######## pe_phase_sequencer ########
pe_phase_sequencer/metal_stack.png
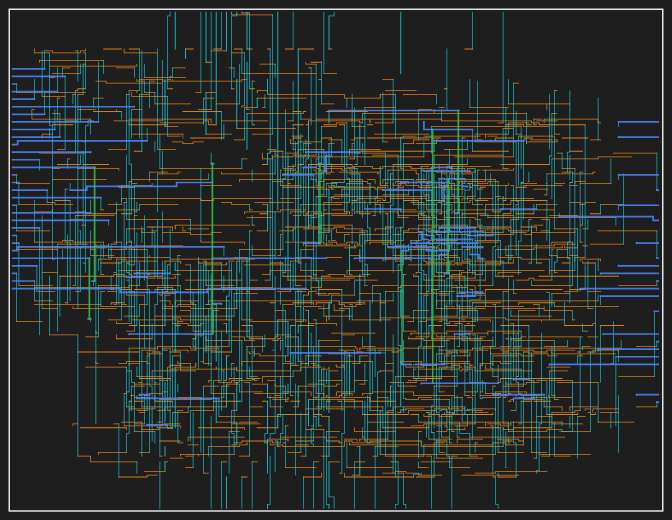
### src/rtl/pe_seq_pkg.sv
// Shared state encoding and PE phase codes for the split-nibble PE phase sequencer.
package pe_seq_pkg;

    typedef enum logic [2:0] {
        IDLE = 3'd0,
        P1   = 3'd1,
        P2   = 3'd2,
        P3   = 3'd3,
        CAP  = 3'd4,
        OUT  = 3'd5
    } state_t;

    localparam logic [1:0] PH_IDLE = 2'd0;
    localparam logic [1:0] PH_LL   = 2'd1;
    localparam logic [1:0] PH_LH   = 2'd2;
    localparam logic [1:0] PH_HL   = 2'd3;

    // The PE phase is a pure function of the state, so it can never skip or repeat.
    function automatic logic [1:0] phase_of(input state_t s);
        case (s)
            P1:      return PH_LL;
            P2:      return PH_LH;
            P3:      return PH_HL;
            default: return PH_IDLE;
        endcase
    endfunction

endpackage

### src/rtl/pe_seq_acc.sv
// Dot-product accumulator, term counter and result register that holds under backpressure.
module pe_seq_acc #(
    parameter int DATA_WIDTH = 8,
    parameter int ACC_WIDTH  = 24,
    parameter int CNT_WIDTH  = 8
) (
    input  logic                          fast_clk,
    input  logic                          rst,
    input  logic                          add,
    input  logic                          finish,
    input  logic                          out_ready,
    input  logic signed [2*DATA_WIDTH-1:0] product,
    output logic                          out_valid,
    output logic signed [ACC_WIDTH-1:0]   out_data,
    output logic        [CNT_WIDTH-1:0]   out_count
);

    logic signed [ACC_WIDTH-1:0] acc;
    logic signed [ACC_WIDTH-1:0] acc_next;
    logic        [CNT_WIDTH-1:0] count;
    logic        [CNT_WIDTH-1:0] count_next;

    function automatic logic signed [ACC_WIDTH-1:0] sext(input logic signed [2*DATA_WIDTH-1:0] p);
        return {{(ACC_WIDTH-2*DATA_WIDTH){p[2*DATA_WIDTH-1]}}, p};
    endfunction

    assign acc_next   = acc + sext(product);
    assign count_next = count + CNT_WIDTH'(1);

    // add only occurs in CAP and draining only in OUT, so the result register never changes while held.
    always_ff @(posedge fast_clk or posedge rst) begin
        if (rst) begin
            acc       <= '0;
            count     <= '0;
            out_valid <= 1'b0;
            out_data  <= '0;
            out_count <= '0;
        end else if (add) begin
            if (finish) begin
                out_data  <= acc_next;
                out_count <= count_next;
                out_valid <= 1'b1;
                acc       <= '0;
                count     <= '0;
            end else begin
                acc   <= acc_next;
                count <= count_next;
            end
        end else if (out_valid && out_ready) begin
            out_valid <= 1'b0;
        end
    end

endmodule

### src/rtl/pe_phase_sequencer.sv
// Steps one split-nibble PE through phases 1-2-3 per operand pair and accumulates the products.
module pe_phase_sequencer
    import pe_seq_pkg::*;
#(
    parameter int DATA_WIDTH = 8,
    parameter int ACC_WIDTH  = 24,
    parameter int CNT_WIDTH  = 8
) (
    input  logic                           fast_clk,
    input  logic                           rst,
    input  logic                           in_valid,
    output logic                           in_ready,
    input  logic signed [DATA_WIDTH-1:0]   in_a,
    input  logic signed [DATA_WIDTH-1:0]   in_b,
    input  logic                           in_last,
    output logic signed [DATA_WIDTH-1:0]   pe_a,
    output logic signed [DATA_WIDTH-1:0]   pe_b,
    output logic        [1:0]              pe_phase,
    input  logic signed [2*DATA_WIDTH-1:0] pe_c_out,
    output logic                           out_valid,
    input  logic                           out_ready,
    output logic signed [ACC_WIDTH-1:0]    out_data,
    output logic        [CNT_WIDTH-1:0]    out_count
);

    state_t state;
    state_t state_next;
    logic   armed;
    logic   last_flag;
    logic   load;

    assign pe_phase = phase_of(state);

    always_comb begin
        state_next = state;
        in_ready   = 1'b0;
        load       = 1'b0;
        case (state)
            IDLE: begin
                in_ready = armed;
                if (in_valid && armed) begin
                    load       = 1'b1;
                    state_next = P1;
                end
            end
            P1:  state_next = P2;
            P2:  state_next = P3;
            P3:  state_next = CAP;
            CAP: begin
                if (last_flag) begin
                    state_next = OUT;
                end else begin
                    in_ready = 1'b1;
                    if (in_valid) begin
                        load       = 1'b1;
                        state_next = P1;
                    end else begin
                        state_next = IDLE;
                    end
                end
            end
            OUT: begin
                if (out_ready) state_next = IDLE;
            end
            default: state_next = IDLE;
        endcase
    end

    // armed keeps in_ready low until the first edge after reset is released.
    always_ff @(posedge fast_clk or posedge rst) begin
        if (rst) begin
            state <= IDLE;
            armed <= 1'b0;
        end else begin
            state <= state_next;
            armed <= 1'b1;
        end
    end

    always_ff @(posedge fast_clk or posedge rst) begin
        if (rst) begin
            pe_a      <= '0;
            pe_b      <= '0;
            last_flag <= 1'b0;
        end else if (load) begin
            pe_a      <= in_a;
            pe_b      <= in_b;
            last_flag <= in_last;
        end
    end

    pe_seq_acc #(
        .DATA_WIDTH (DATA_WIDTH),
        .ACC_WIDTH  (ACC_WIDTH),
        .CNT_WIDTH  (CNT_WIDTH)
    ) u_acc (
        .fast_clk  (fast_clk),
        .rst       (rst),
        .add       (state == CAP),
        .finish    (last_flag),
        .out_ready (out_ready),
        .product   (pe_c_out),
        .out_valid (out_valid),
        .out_data  (out_data),
        .out_count (out_count)
    );

endmodule

### config.mk
export PLATFORM = sky130hd
export DESIGN_NAME = pe_phase_sequencer
export DESIGN_NICKNAME = d
export VERILOG_FILES = /design/src/rtl/pe_seq_pkg.sv /design/src/rtl/pe_seq_acc.sv /design/src/rtl/pe_phase_sequencer.sv
export SDC_FILE = /design/constraint.sdc
export NUM_CORES = 1
export LEC_CHECK = 0
export CAP_MARGIN = 0
export CORE_ASPECT_RATIO = 0.75
export CORE_MARGIN = 4
export CORE_UTILIZATION = 52
export DETAILED_ROUTE_END_ITERATION = 12
export GPL_TIMING_DRIVEN = 0
export PLACE_DENSITY = 0.87
export SYNTH_ARGS = -nofsm -noshare
export SYNTH_HDL_FRONTEND = slang
export SYNTH_HIERARCHICAL = 1
export SYNTH_SLANG_ARGS = --single-unit
### constraint.sdc
create_clock -name fast_clk -period 3.1 [get_ports fast_clk]
set_clock_uncertainty 0.15 [all_clocks]
set_input_delay 0.62 -clock fast_clk [delete_from_list [all_inputs] [get_ports fast_clk]]
set_output_delay 0.62 -clock fast_clk [all_outputs]
set_load 0.01 [all_outputs]
==> impl_metrics.py <==
# Generated from Yosys and OpenROAD reports
metrics = {
    "final_layout": {
        "final_util_pct": 70.0,
        "lay_top_count": "clkdlybuf4s50_1",
        "drive_gt1_share_pct": 11.3,
    },
    "critical_path": {
        "crit_cells": 11,
        "path_buffers": 2,
        "crit_path_max_incr_delay_ps": 460,
        "crit_end": "u_acc/out_data[22]",
    },
    "timing": {
        "worst_pin_slew_ps": 785,
    },
    "logic_synthesis": {
        "fp_nets": 527,
        "ff_type": "dfrtp_1",
        "most_common_cell": "dfrtp_1",
        "synth_area_per_cell_um2": 9.97,
        "synth_top_area_share_pct": 46.4,
    },
    "power_and_ir_drop": {
        "max-vdd-ir-drop_uv": 622,
    },
    "floorplan": {
        "die_x_um": 117,
        "die_h_um": 89.8,
    },
    "clocking": {
        "insertion_delay_ps": 340,
    },
    "global_routing": {
        "antenna_found_initial": 0,
    },
    "placed_design": {
        "place.detailed.hpwl_um": 8370,
    },
    "run_status": {
        "outcome": "finished clean",
    },
}
Notes on pe_phase_sequencer/metal_stack.png above:
color	layer	wire length
orange	met1	4890 um
green	met4	178 um
cyan	met2	5470 um
blue	met3	834 um
GR Util All Layers: 22.4%
drt wl/cell: 16.7 um
vias: 3845
WL final: 11400 um

-- power breakdown --
part	switching (uW)	leakage [uW]	internal, uW
sequential	321	0.00108	1600
clock	419	0.000135	557
combinational	1660	0.00145	1610
-- state kept, by name (all words and copies together) (netlist names) --
signal	count
u_acc/acc	24
u_acc/out_data	24
pe_a	8
pe_b	8
u_acc/count	8
u_acc/out_count	8
state	3
armed	1
last_flag	1
u_acc/out_valid	1
-- routing by layer --
| metal | wire, um | global-route usage [%] | share of wire (%) | vias to the layer above |
|---|---|---|---|---|
| li1 | - | - | - | 1830 |
| met1 | 4890 | 28.9 | 43 | 1844 |
| met2 | 5470 | 36.7 | 48 | 151 |
| met3 | 833 | 7.05 | 7.3 | 20 |
| met4 | 177 | 5.16 | 1.6 | 0 |
| met5 | 0 | 0 | 0 | - |
-- repair_timing --
item	4_1_cts	5_1_grt
buffers inserted	1	3
pin swaps	1	4
resized	3	3
endpoints found under the hold margin	0	0
setup endpoints to repair	4	9

######## lsu_pipe ########
lsu_pipe/metal_stack.png
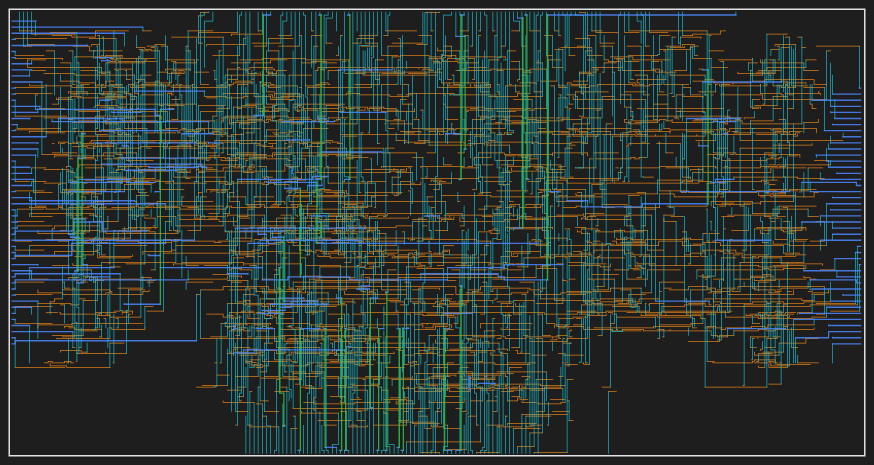
$ cat src/rtl/lsu_pipe.sv
// Load/store unit: one outstanding memory operation between EX and a req/gnt/rvalid
// data-memory bus, with lane steering, load extension and error reporting.
module lsu_pipe #(
  parameter int XLEN    = 32,
  parameter int ADDR_W  = 32,
  parameter int TIMEOUT = 255
) (
  input  logic              clk,
  input  logic              rst_n,
  input  logic              flush,
  input  logic              req_valid,
  output logic              req_ready,
  input  logic [5:0]        req_type,
  input  logic [ADDR_W-1:0] req_addr,
  input  logic [XLEN-1:0]   req_wdata,
  input  logic [4:0]        req_rd,
  output logic              dmem_req,
  input  logic              dmem_gnt,
  output logic              dmem_we,
  output logic [ADDR_W-1:0] dmem_addr,
  output logic [XLEN/8-1:0] dmem_be,
  output logic [XLEN-1:0]   dmem_wdata,
  input  logic              dmem_rvalid,
  input  logic [XLEN-1:0]   dmem_rdata,
  output logic              wb_valid,
  output logic [4:0]        wb_rd,
  output logic [XLEN-1:0]   wb_data,
  output logic              err_valid,
  output logic [1:0]        err_cause,
  output logic [ADDR_W-1:0] err_addr,
  output logic              busy
);

  localparam int NB    = XLEN / 8;
  localparam int OFF   = $clog2(NB);
  localparam int CNT_W = (TIMEOUT > 0) ? $clog2(TIMEOUT + 1) : 1;
  localparam logic [CNT_W-1:0] CNT_LAST = CNT_W'((TIMEOUT > 0) ? TIMEOUT - 1 : 0);

  localparam logic [5:0] T_LB  = 6'd21;
  localparam logic [5:0] T_LH  = 6'd22;
  localparam logic [5:0] T_LW  = 6'd23;
  localparam logic [5:0] T_LBU = 6'd24;
  localparam logic [5:0] T_LHU = 6'd25;
  localparam logic [5:0] T_SB  = 6'd26;
  localparam logic [5:0] T_SH  = 6'd27;
  localparam logic [5:0] T_SW  = 6'd28;

  localparam logic [1:0] C_MISAL   = 2'b01;
  localparam logic [1:0] C_TIMEOUT = 2'b10;
  localparam logic [1:0] C_ILLEGAL = 2'b11;

  typedef enum logic [1:0] {IDLE, REQ, WAIT_R} state_t;

  state_t            state, state_nxt;
  logic [CNT_W-1:0]  cnt;
  logic              kill;
  logic [5:0]        type_p0;
  logic [ADDR_W-1:0] addr_p0;
  logic [4:0]        rd_p0;

  logic accept, type_ok, misal, acc_ok, acc_err;
  logic is_load_p0, to_hit, kill_now, rsp_p0;

  function automatic logic [NB-1:0] lane_be(input logic [5:0] t, input logic [OFF-1:0] off);
    logic [NB-1:0] base;
    case (t)
      T_LB, T_LBU, T_SB: base = NB'(1);
      T_LH, T_LHU, T_SH: base = NB'(3);
      default:           base = NB'(15);
    endcase
    return base << off;
  endfunction

  function automatic logic [XLEN-1:0] lane_wdata(input logic [5:0] t, input logic [XLEN-1:0] w);
    case (t)
      T_SB:    return {NB{w[7:0]}};
      T_SH:    return {(NB/2){w[15:0]}};
      default: return {(NB/4){w[31:0]}};
    endcase
  endfunction

  function automatic logic [XLEN-1:0] load_ext(input logic [5:0] t, input logic [OFF-1:0] off,
                                              input logic [XLEN-1:0] d);
    logic [XLEN-1:0]    s;
    logic signed [7:0]  b;
    logic signed [15:0] h;
    logic signed [31:0] w;
    s = d >> {off, 3'b000};
    b = s[7:0];
    h = s[15:0];
    w = s[31:0];
    case (t)
      T_LB:    return XLEN'(b);
      T_LH:    return XLEN'(h);
      T_LW:    return XLEN'(w);
      T_LBU:   return XLEN'(s[7:0]);
      T_LHU:   return XLEN'(s[15:0]);
      default: return s;
    endcase
  endfunction

  assign accept     = req_valid && req_ready;
  assign type_ok    = (req_type >= T_LB) && (req_type <= T_SW);
  assign misal      = ((req_type == T_LH || req_type == T_LHU || req_type == T_SH) && req_addr[0]) ||
                      ((req_type == T_LW || req_type == T_SW) && (req_addr[1:0] != 2'b00));
  assign acc_ok     = accept && type_ok && !misal;
  assign acc_err    = accept && !(type_ok && !misal);
  assign is_load_p0 = (type_p0 <= T_LHU);
  assign rsp_p0     = (state == WAIT_R) && dmem_rvalid;
  assign kill_now   = kill || (flush && is_load_p0 && (state != IDLE));

  // A timeout loses to a handshake that lands in the same cycle.
  always_comb begin
    to_hit = 1'b0;
    if (TIMEOUT != 0 && cnt == CNT_LAST)
      to_hit = ((state == REQ) && !dmem_gnt) || ((state == WAIT_R) && !dmem_rvalid);
  end

  always_ff @(posedge clk) begin
    if (!rst_n) state <= IDLE;
    else        state <= state_nxt;
  end

  always_comb begin
    state_nxt = state;
    unique case (state)
      IDLE:    if (acc_ok) state_nxt = REQ;
      REQ:     if (dmem_gnt) state_nxt = is_load_p0 ? WAIT_R : IDLE;
               else if (to_hit) state_nxt = IDLE;
      WAIT_R:  if (dmem_rvalid || to_hit) state_nxt = IDLE;
      default: state_nxt = IDLE;
    endcase
  end

  always_comb begin
    req_ready = (state == IDLE) && !flush && rst_n;
    busy      = (state != IDLE);
    dmem_req  = (state == REQ);
  end

  // Stage p0: request capture, bus drive and result/error registers.
  always_ff @(posedge clk) begin
    if (!rst_n) begin
      cnt        <= '0;
      kill       <= 1'b0;
      dmem_we    <= 1'b0;
      dmem_addr  <= '0;
      dmem_be    <= '0;
      dmem_wdata <= '0;
      wb_valid   <= 1'b0;
      wb_rd      <= '0;
      wb_data    <= '0;
      err_valid  <= 1'b0;
      err_cause  <= '0;
      err_addr   <= '0;
    end else begin
      if (state_nxt != state) cnt <= '0;
      else if (state != IDLE) cnt <= cnt + 1'b1;

      kill <= (state_nxt == IDLE) ? 1'b0 : kill_now;

      if (acc_ok) begin
        dmem_we    <= (req_type >= T_SB);
        dmem_addr  <= {req_addr[ADDR_W-1:OFF], {OFF{1'b0}}};
        dmem_be    <= lane_be(req_type, req_addr[OFF-1:0]);
        dmem_wdata <= lane_wdata(req_type, req_wdata);
      end

      wb_valid <= rsp_p0 && !kill_now;
      if (rsp_p0) begin
        wb_data <= load_ext(type_p0, addr_p0[OFF-1:0], dmem_rdata);
        wb_rd   <= rd_p0;
      end

      err_valid <= acc_err || (to_hit && !kill_now);
      if (acc_err) begin
        err_cause <= type_ok ? C_MISAL : C_ILLEGAL;
        err_addr  <= req_addr;
      end else if (to_hit) begin
        err_cause <= C_TIMEOUT;
        err_addr  <= addr_p0;
      end
    end
  end

  always_ff @(posedge clk) begin
    if (acc_ok) begin
      type_p0 <= req_type;
      addr_p0 <= req_addr;
      rd_p0   <= req_rd;
    end
  end

endmodule

$ cat config.mk
export PLATFORM = sky130hd
export DESIGN_NAME = lsu_pipe
export DESIGN_NICKNAME = d
export VERILOG_FILES = /design/src/rtl/lsu_pipe.sv
export SDC_FILE = /design/constraint.sdc
export NUM_CORES = 1
export LEC_CHECK = 0
export ABC_AREA = 0
export CAP_MARGIN = 20
export CORE_ASPECT_RATIO = 0.5
export CORE_MARGIN = 4
export CORE_UTILIZATION = 51
export CTS_CLUSTER_DIAMETER = 120
export DETAILED_ROUTE_END_ITERATION = 12
export PLACE_DENSITY = 0.86
export SLEW_MARGIN = 40
export SYNTH_ARGS = -nofsm -noshare
export SYNTH_HDL_FRONTEND = slang
export SYNTH_SLANG_ARGS = --single-unit
$ cat constraint.sdc
create_clock -name clk -period 8.6 [get_ports clk]
set_input_delay 2.15 -clock clk [delete_from_list [all_inputs] [get_ports clk]]
set_output_delay 2.15 -clock clk [all_outputs]
set_load 0.005 [all_outputs]
==> impl_metrics.py <==
# Generated from Yosys and OpenROAD reports
metrics = {
    "run_status": {
        "outcome": "finished clean",
    },
    "routing": {
        "wl_met2_um": 11600,
        "drc": 0,
        "met1_length_um": 9810,
        "dr_wl_met3_um": 1790,
        "viasPerCell": 5.62,
        "ant_nets": 0,
        "drt_iter0_drc": 484,
    },
    "hold_path": {
        "hold_end": "dmem_addr[12]",
        "holdPathStages": 2,
        "holdCritStartpoint": "dmem_addr[12]",
    },
    "timing": {
        "max_freq_mhz": 175,
        "setup_viol": 0,
        "fin_crit_ps": 5710,
        "period_used_pct": 66.4,
        "whs_ps": 460,
    },
    "logic_synthesis": {
        "synthAdderAreaFrac_pct": 0.294,
        "ys_sh_xor_pct": 0.823,
        "synthTopLogicFamily": "AND-OR/OR-AND gates",
        "enable_flop_cells": 43,
        "synth_seq_share_pct": 50.7,
        "synth_top_area_share_pct": 35.5,
        "ys_sh_aoi_pct": 15.6,
        "synth_top_cell_by_area": "dfxtp_1",
        "yosys_warnings": 0,
        "synth_area_per_cell_um2": 10.1,
        "top_cells_by_area": "dfxtp_1 35%, edfxtp_1 15%, mux2i_1 12%",
        "ys_cells": 846,
        "ys_types": 52,
        "synth_cells": 846,
    },
    "power_and_ir_drop": {
        "p_per_area_nw_per_um2": 165,
        "clock_power_share_pct": 42.5,
        "max-vdd-ir-drop_uv": 165,
        "pwr-share-seq_pct": 49.1,
    },
    "final_layout": {
        "final-nonclk-buf-share_pct": 22.9,
        "comb_share_pct": 32.5,
        "antennaDiodeCount": 0,
        "drive_gt1_share_pct": 7.22,
        "regArea_um2": 4310,
        "area_growth_syn_to_layout_pct": 37.9,
        "sh_seq_area_pct": 36.7,
        "lay_top_count": "clkdlybuf4s50_1",
        "design.seq.count": 194,
        "fin_nets": 1183,
        "comb_area_um2": 3820,
        "nClkBuffers": 25,
    },
    "placed_design": {
        "finalWeightedCongestion": 0.896,
    },
    "global_routing": {
        "grt_max_degree": 97,
        "grt_pass1_vias": 7411,
        "grt.overflow.total": 0,
        "met3_usage_pct": 6.49,
        "antenna_found_initial": 0,
    },
    "floorplan": {
        "ios": 258,
        "fp_util_pct": 52.1,
        "rows": 33,
        "die_x_um": 191,
    },
    "critical_path": {
        "cp-startpoint": "rst_n",
        "cp-start-kind": "input pin",
        "endpoint_kind": "output port",
        "worstPathRequired_ps": 6450,
        "critPathArrivalTime_ps": 3560,
        "reg2reg_depth": 5,
    },
    "clocking": {
        "cts_root_buf": "clkbuf_16",
        "ctsHoldBuffers": 0,
        "path_clk_slew_ps": 70,
        "cts.sinks": 194,
        "cts.htree.levels": 4,
        "insertion_delay_ps": 430,
    },
}
About lsu_pipe/metal_stack.png:
color	layer	wire length
green	met4	839 um
cyan	met2	11600 um
blue	met3	1790 um
orange	met1	9810 um
vias: 7346
drt wl/cell: 18.4 um
GR Util All Layers: 24.8%

metrics by stage:
stage	total power [uW]	setup slack, ps	cell area, um^2	utilization [%]	std cells
2_1_floorplan	1040	3070	8520	-	847
3_3_place_gp	1130	2930	11100	67.7	1271
3_5_place_dp	1130	2890	11100	68.0	1275
4_1_cts	1940	2890	11700	71.8	1307
5_1_grt	1990	2810	11700	71.8	1308
6_report	1930	2890	11700	71.8	1308
worst max-delay path, stage by stage:
cell,delay (ps)
buf_4,460
nor4b_4,340
clkdlybuf4s50_1,590
synthesized netlist by cell type (2+ instances only):
library cell,instances
a211oi_1,23
a211oi_2,7
a21oi_1,55
a311oi_1,2
a31oi_1,13
and3_1,2
buf_1,4
buf_2,14
buf_4,7
buf_6,10
clkbuf_1,32
dfxtp_1,151
edfxtp_1,43
ha_1,2
inv_1,6
mux2_2,8
mux2i_1,105
nand2_1,138
nand2b_1,33
nand3_1,2
nand3b_1,6
nand4_1,12
nand4bb_1,3
nor2_1,19
nor2b_1,9
nor3_1,8
nor3b_1,3
o211ai_1,48
o21ai_0,46
o31ai_1,2
or2_2,3
or3_1,2
or3b_1,2
or3b_2,2
xnor2_1,3
xor2_1,5

######## sfr_arb ########
<file path="config.mk">
export PLATFORM = sky130hd
export DESIGN_NAME = sfr_arb
export DESIGN_NICKNAME = d
export VERILOG_FILES = /design/src/rtl/sfr_arb.sv
export SDC_FILE = /design/constraint.sdc
export NUM_CORES = 1
export LEC_CHECK = 0
export ABC_AREA = 1
export CORE_UTILIZATION = 46
export CTS_CLUSTER_DIAMETER = 150
export DETAILED_ROUTE_END_ITERATION = 8
export GPL_ROUTABILITY_DRIVEN = 0
export MAX_ROUTING_LAYER = met4
export PLACE_DENSITY = 0.85
export SLEW_MARGIN = 5
export SYNTH_ARGS = -nofsm -noshare
export SYNTH_HDL_FRONTEND = slang
export SYNTH_SLANG_ARGS = --single-unit
</file>
<file path="constraint.sdc">
create_clock -name clk -period 4.2 [get_ports clk]
set_clock_uncertainty 0.1 [all_clocks]
set_input_delay 0.84 -clock clk [delete_from_list [all_inputs] [get_ports clk]]
set_output_delay 0.84 -clock clk [all_outputs]
set_load 0.01 [all_outputs]
</file>
<file path="src/rtl/sfr_arb.sv">
// sfr_arb: two-port (A/B) arbiter onto a single-cycle SFR register-file bus with lock and round-robin/fixed priority
module sfr_arb #(
  parameter bit PRIO_FIX = 1'b0
) (
  input  logic       clk,
  input  logic       rst,
  input  logic       a_req,
  input  logic       b_req,
  input  logic       a_lock,
  input  logic       b_lock,
  input  logic       a_we,
  input  logic       b_we,
  input  logic [5:0] a_addr,
  input  logic [5:0] b_addr,
  input  logic [7:0] a_wdata,
  input  logic [7:0] b_wdata,
  output logic       a_gnt,
  output logic       b_gnt,
  output logic [7:0] a_rdata,
  output logic [7:0] b_rdata,
  output logic       a_rvld,
  output logic       b_rvld,
  input  logic [7:0] sfr_rdata,
  output logic [5:0] sfr_addrs,
  output logic [7:0] sfr_wdata,
  output logic       sfr_wctrl,
  output logic       sfr_rctrl,
  output logic       busy
);
  typedef enum logic {IDLE, ACC} state_t;
  state_t state, nxt;
  logic cur, l_we, own_v, own, last, held, w_v, w, rd_a, rd_b;
  logic [5:0] l_addr;
  logic [7:0] l_wdata;
  always_comb begin
    held = own_v && (own ? b_lock : a_lock);
    w_v  = held ? (own ? b_req : a_req) : (a_req | b_req);
    w    = held ? own : (a_req && b_req) ? (PRIO_FIX ? 1'b0 : ~last) : b_req;
  end
  always_ff @(posedge clk or negedge rst)
    if (!rst) state <= IDLE;
    else state <= nxt;
  always_comb nxt = w_v ? ACC : IDLE;
  always_comb begin
    busy      = state == ACC;
    a_gnt     = busy && !cur;
    b_gnt     = busy && cur;
    sfr_wctrl = busy && l_we;
    sfr_rctrl = busy && !l_we;
    sfr_addrs = busy ? l_addr : 6'd0;
    sfr_wdata = busy ? l_wdata : 8'd0;
    rd_a      = sfr_rctrl && !cur;
    rd_b      = sfr_rctrl && cur;
  end
  always_ff @(posedge clk or negedge rst)
    if (!rst) begin
      cur     <= 1'b0;
      l_we    <= 1'b0;
      l_addr  <= 6'd0;
      l_wdata <= 8'd0;
      own_v   <= 1'b0;
      own     <= 1'b0;
      last    <= 1'b1;
      a_rdata <= 8'd0;
      b_rdata <= 8'd0;
      a_rvld  <= 1'b0;
      b_rvld  <= 1'b0;
    end else begin
      a_rvld <= rd_a;
      b_rvld <= rd_b;
      if (rd_a) a_rdata <= sfr_rdata;
      if (rd_b) b_rdata <= sfr_rdata;
      if (w_v) begin
        cur     <= w;
        l_we    <= w ? b_we : a_we;
        l_addr  <= w ? b_addr : a_addr;
        l_wdata <= w ? b_wdata : a_wdata;
        last    <= w;
      end
      if (w_v && (w ? b_lock : a_lock)) begin
        own_v <= 1'b1;
        own   <= w;
      end else if (!held) own_v <= 1'b0;
    end
endmodule

</file>
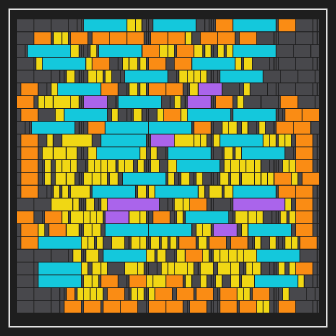
sfr_arb/cell_classes.png
Fill, decap, tap and diode cells in gray.
color	class	cells	share of their area
purple	clock drivers and dummy loads	8	5.1%
orange	other buffers and delay cells	80	28%
cyan	flops	38	34%
yellow	all other logic	201	33%
fraction of area in registers: 33.0%
Final Cell Area: 2890 um^2
core area: 4030 um^2
Rows: 23
final core utilization: 71.6%

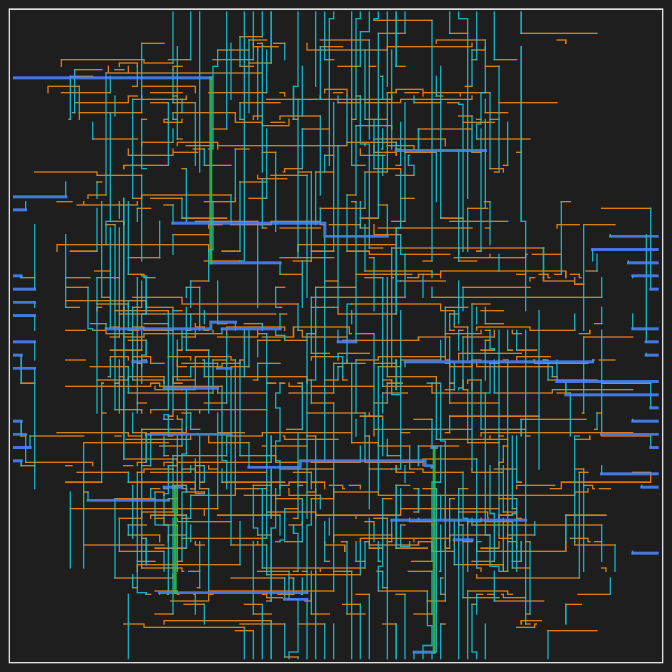
sfr_arb/metal_stack.png
color	layer	wire length
orange	met1	2060 um
green	met4	51.0 um
cyan	met2	2580 um
blue	met3	268 um
drt wl/cell: 13.2 um
vias: 1900
GR Util All Layers: 24.7%
WL final: 4960 um

==> impl_metrics.py <==
# Generated from Yosys and OpenROAD reports
metrics = {
    "floorplan": {
        "fp_util_pct": 48.5,
        "die_x_um": 67.2,
    },
    "timing": {
        "worst_pin_slew_ps": 810,
        "rsz0062_at_grt": "false",
        "maxSlewHeadroom_pct": 46.0,
        "slew_viol_final": 0,
        "whs_ps": 389,
    },
    "logic_synthesis": {
        "ys_types": 22,
        "synth_area_per_cell_um2": 7.82,
        "synth-simple-area-share_pct": 32.7,
        "ys_sh_xor_pct": 0,
        "ys.flops": 38,
        "synthTopLogicFamily": "simple AND/OR/NAND/NOR gates",
        "ys_sh_aoi_pct": 5.51,
        "synth_top_area_share_pct": 47.4,
        "synthAdderAreaFrac_pct": 0,
        "synth_cells": 250,
        "synth_seq_share_pct": 48.7,
        "enable_flop_cells": 0,
        "fp_nets": 294,
    },
    "global_routing": {
        "grt.overflow.total": 0,
    },
    "clocking": {
        "ctsHoldBuffers": 0,
        "cts_setup_buffers": 0,
        "cts.htree.levels": 2,
        "cts_root_buf": "clkbuf_8",
        "cts_buffers": 5,
        "cts_resized": 0,
    },
    "final_layout": {
        "regArea_um2": 952,
        "n_fill_cell": 345,
        "nClkBuffers": 6,
        "biggestCellCategory": "flip-flops and latches",
        "clock_area_share_pct": 4.94,
        "drive_gt1_share_pct": 6.12,
        "fin_nets": 370,
        "design.seq.count": 38,
    },
    "placed_design": {
        "place_area_um2": 2740,
        "place.detailed.hpwl_um": 3540,
        "dp_cells": 369,
    },
    "hold_path": {
        "holdCritStartpoint": "b_rdata[5]",
        "hold_end": "b_rdata[5]",
        "worstHoldPathType": "reg2reg",
    },
    "run_status": {
        "outcome": "finished clean",
    },
    "critical_path": {
        "r2r_end": "own",
        "r2r-start": "own",
        "slowest_stage": "dfrtp_1",
        "cp-start-kind": "register",
    },
    "power_and_ir_drop": {
        "p_total_uw": 2160,
        "leakage_uw": 0.00151,
    },
    "flow_run": {
        "warnings": 26,
    },
}
## layout by cell type, fill, tap and decap left out, drive strengths merged
cell type	synthesis	layout
clkdlybuf4s50	0	79
nand2	74	74
inv	50	50
dfrtp	37	37
nand3	37	37
o21ai	20	20
nand3b	14	14
clkbuf	2	6
nor2	3	3
bufinv	0	2
a21boi	1	1
or2	1	1
nand4	1	1
buf	9	1
dfstp	1	1
## critical path: cells and delay by family (launching register included)
family / cells / cell delay, ps
buf+inv: 2 / 710
flops: 1 / 720
simple gates: 1 / 150
## metal layers
| metal | GRT usage [%] | wire length [um] | up-vias | share of wire, % |
|---|---|---|---|---|
| met5 | - | 0 | - | 0 |
| met4 | 7.71 | 51 | 0 | 1.0 |
| met3 | 8.45 | 268 | 6 | 5.4 |
| met2 | 39.4 | 2580 | 70 | 52 |
| met1 | 29.4 | 2060 | 905 | 42 |
| li1 | - | - | 919 | - |
## power breakdown
group          internal [uW]  total, uW  switching, uW  leakage [uW]
combinational            523       1090            565      0.000978
sequential               556        691            135      0.000459
clock                    253        385            132     0.0000714
total                   1330       2160            832       0.00151


==> layout pictures side by side <==
Cell outlines without signal wires.
(a)
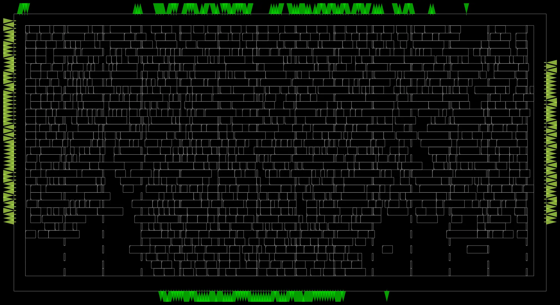
(b)
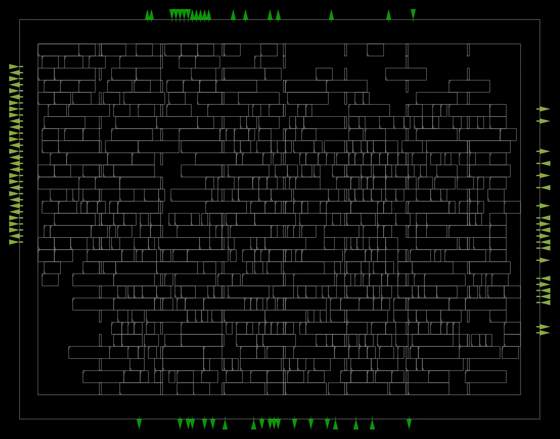
(c)
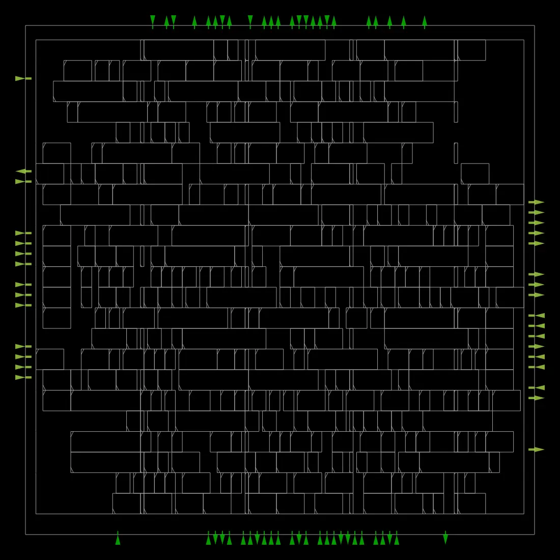
(b): pe_phase_sequencer
(c): sfr_arb
(a): lsu_pipe
Of these, fewest cells: (c)
Of these, most cells: (a)


==> screenshots <==
Nets reached from selected ports.
image #1
Bar = 20 um.
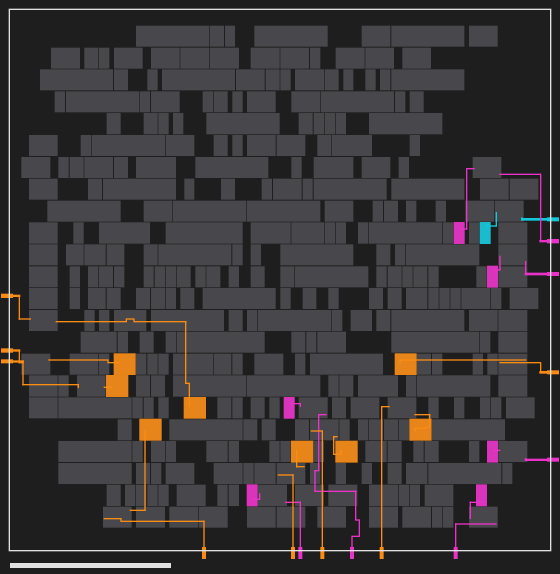
image #2
Bar = 50 um.
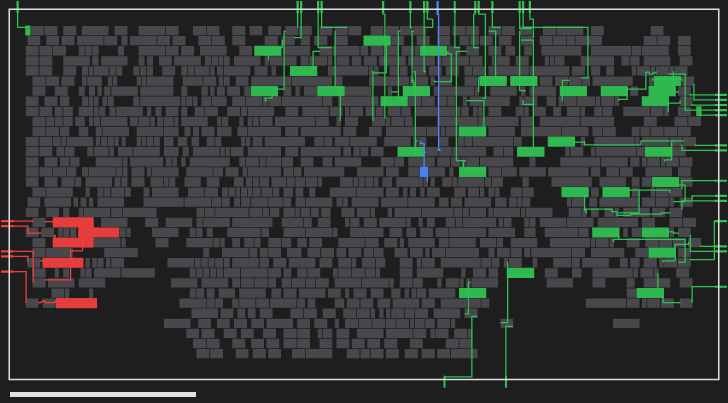
image #3
Bar = 20 um.
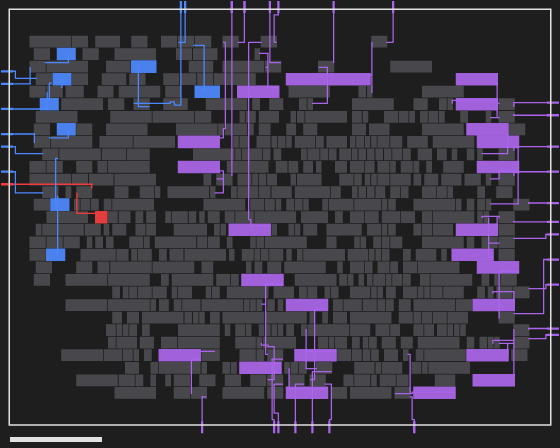
pe_phase_sequencer: image #3
sfr_arb: image #1
lsu_pipe: image #2

Key to image #1:
color	port	bits	direction	edge	end cells	buffers	wire
cyan	`sfr_wctrl`	1	output	right	1	1	6.00 um
magenta	`sfr_addrs`	6	output	3 right, 3 bottom	6	6	79.2 um
orange	`b_wdata`	8	input	4 bottom, 3 left, 1 right	8	8	165 um

Power figures rest on the tool's default switching activity, not on a simulated workload.
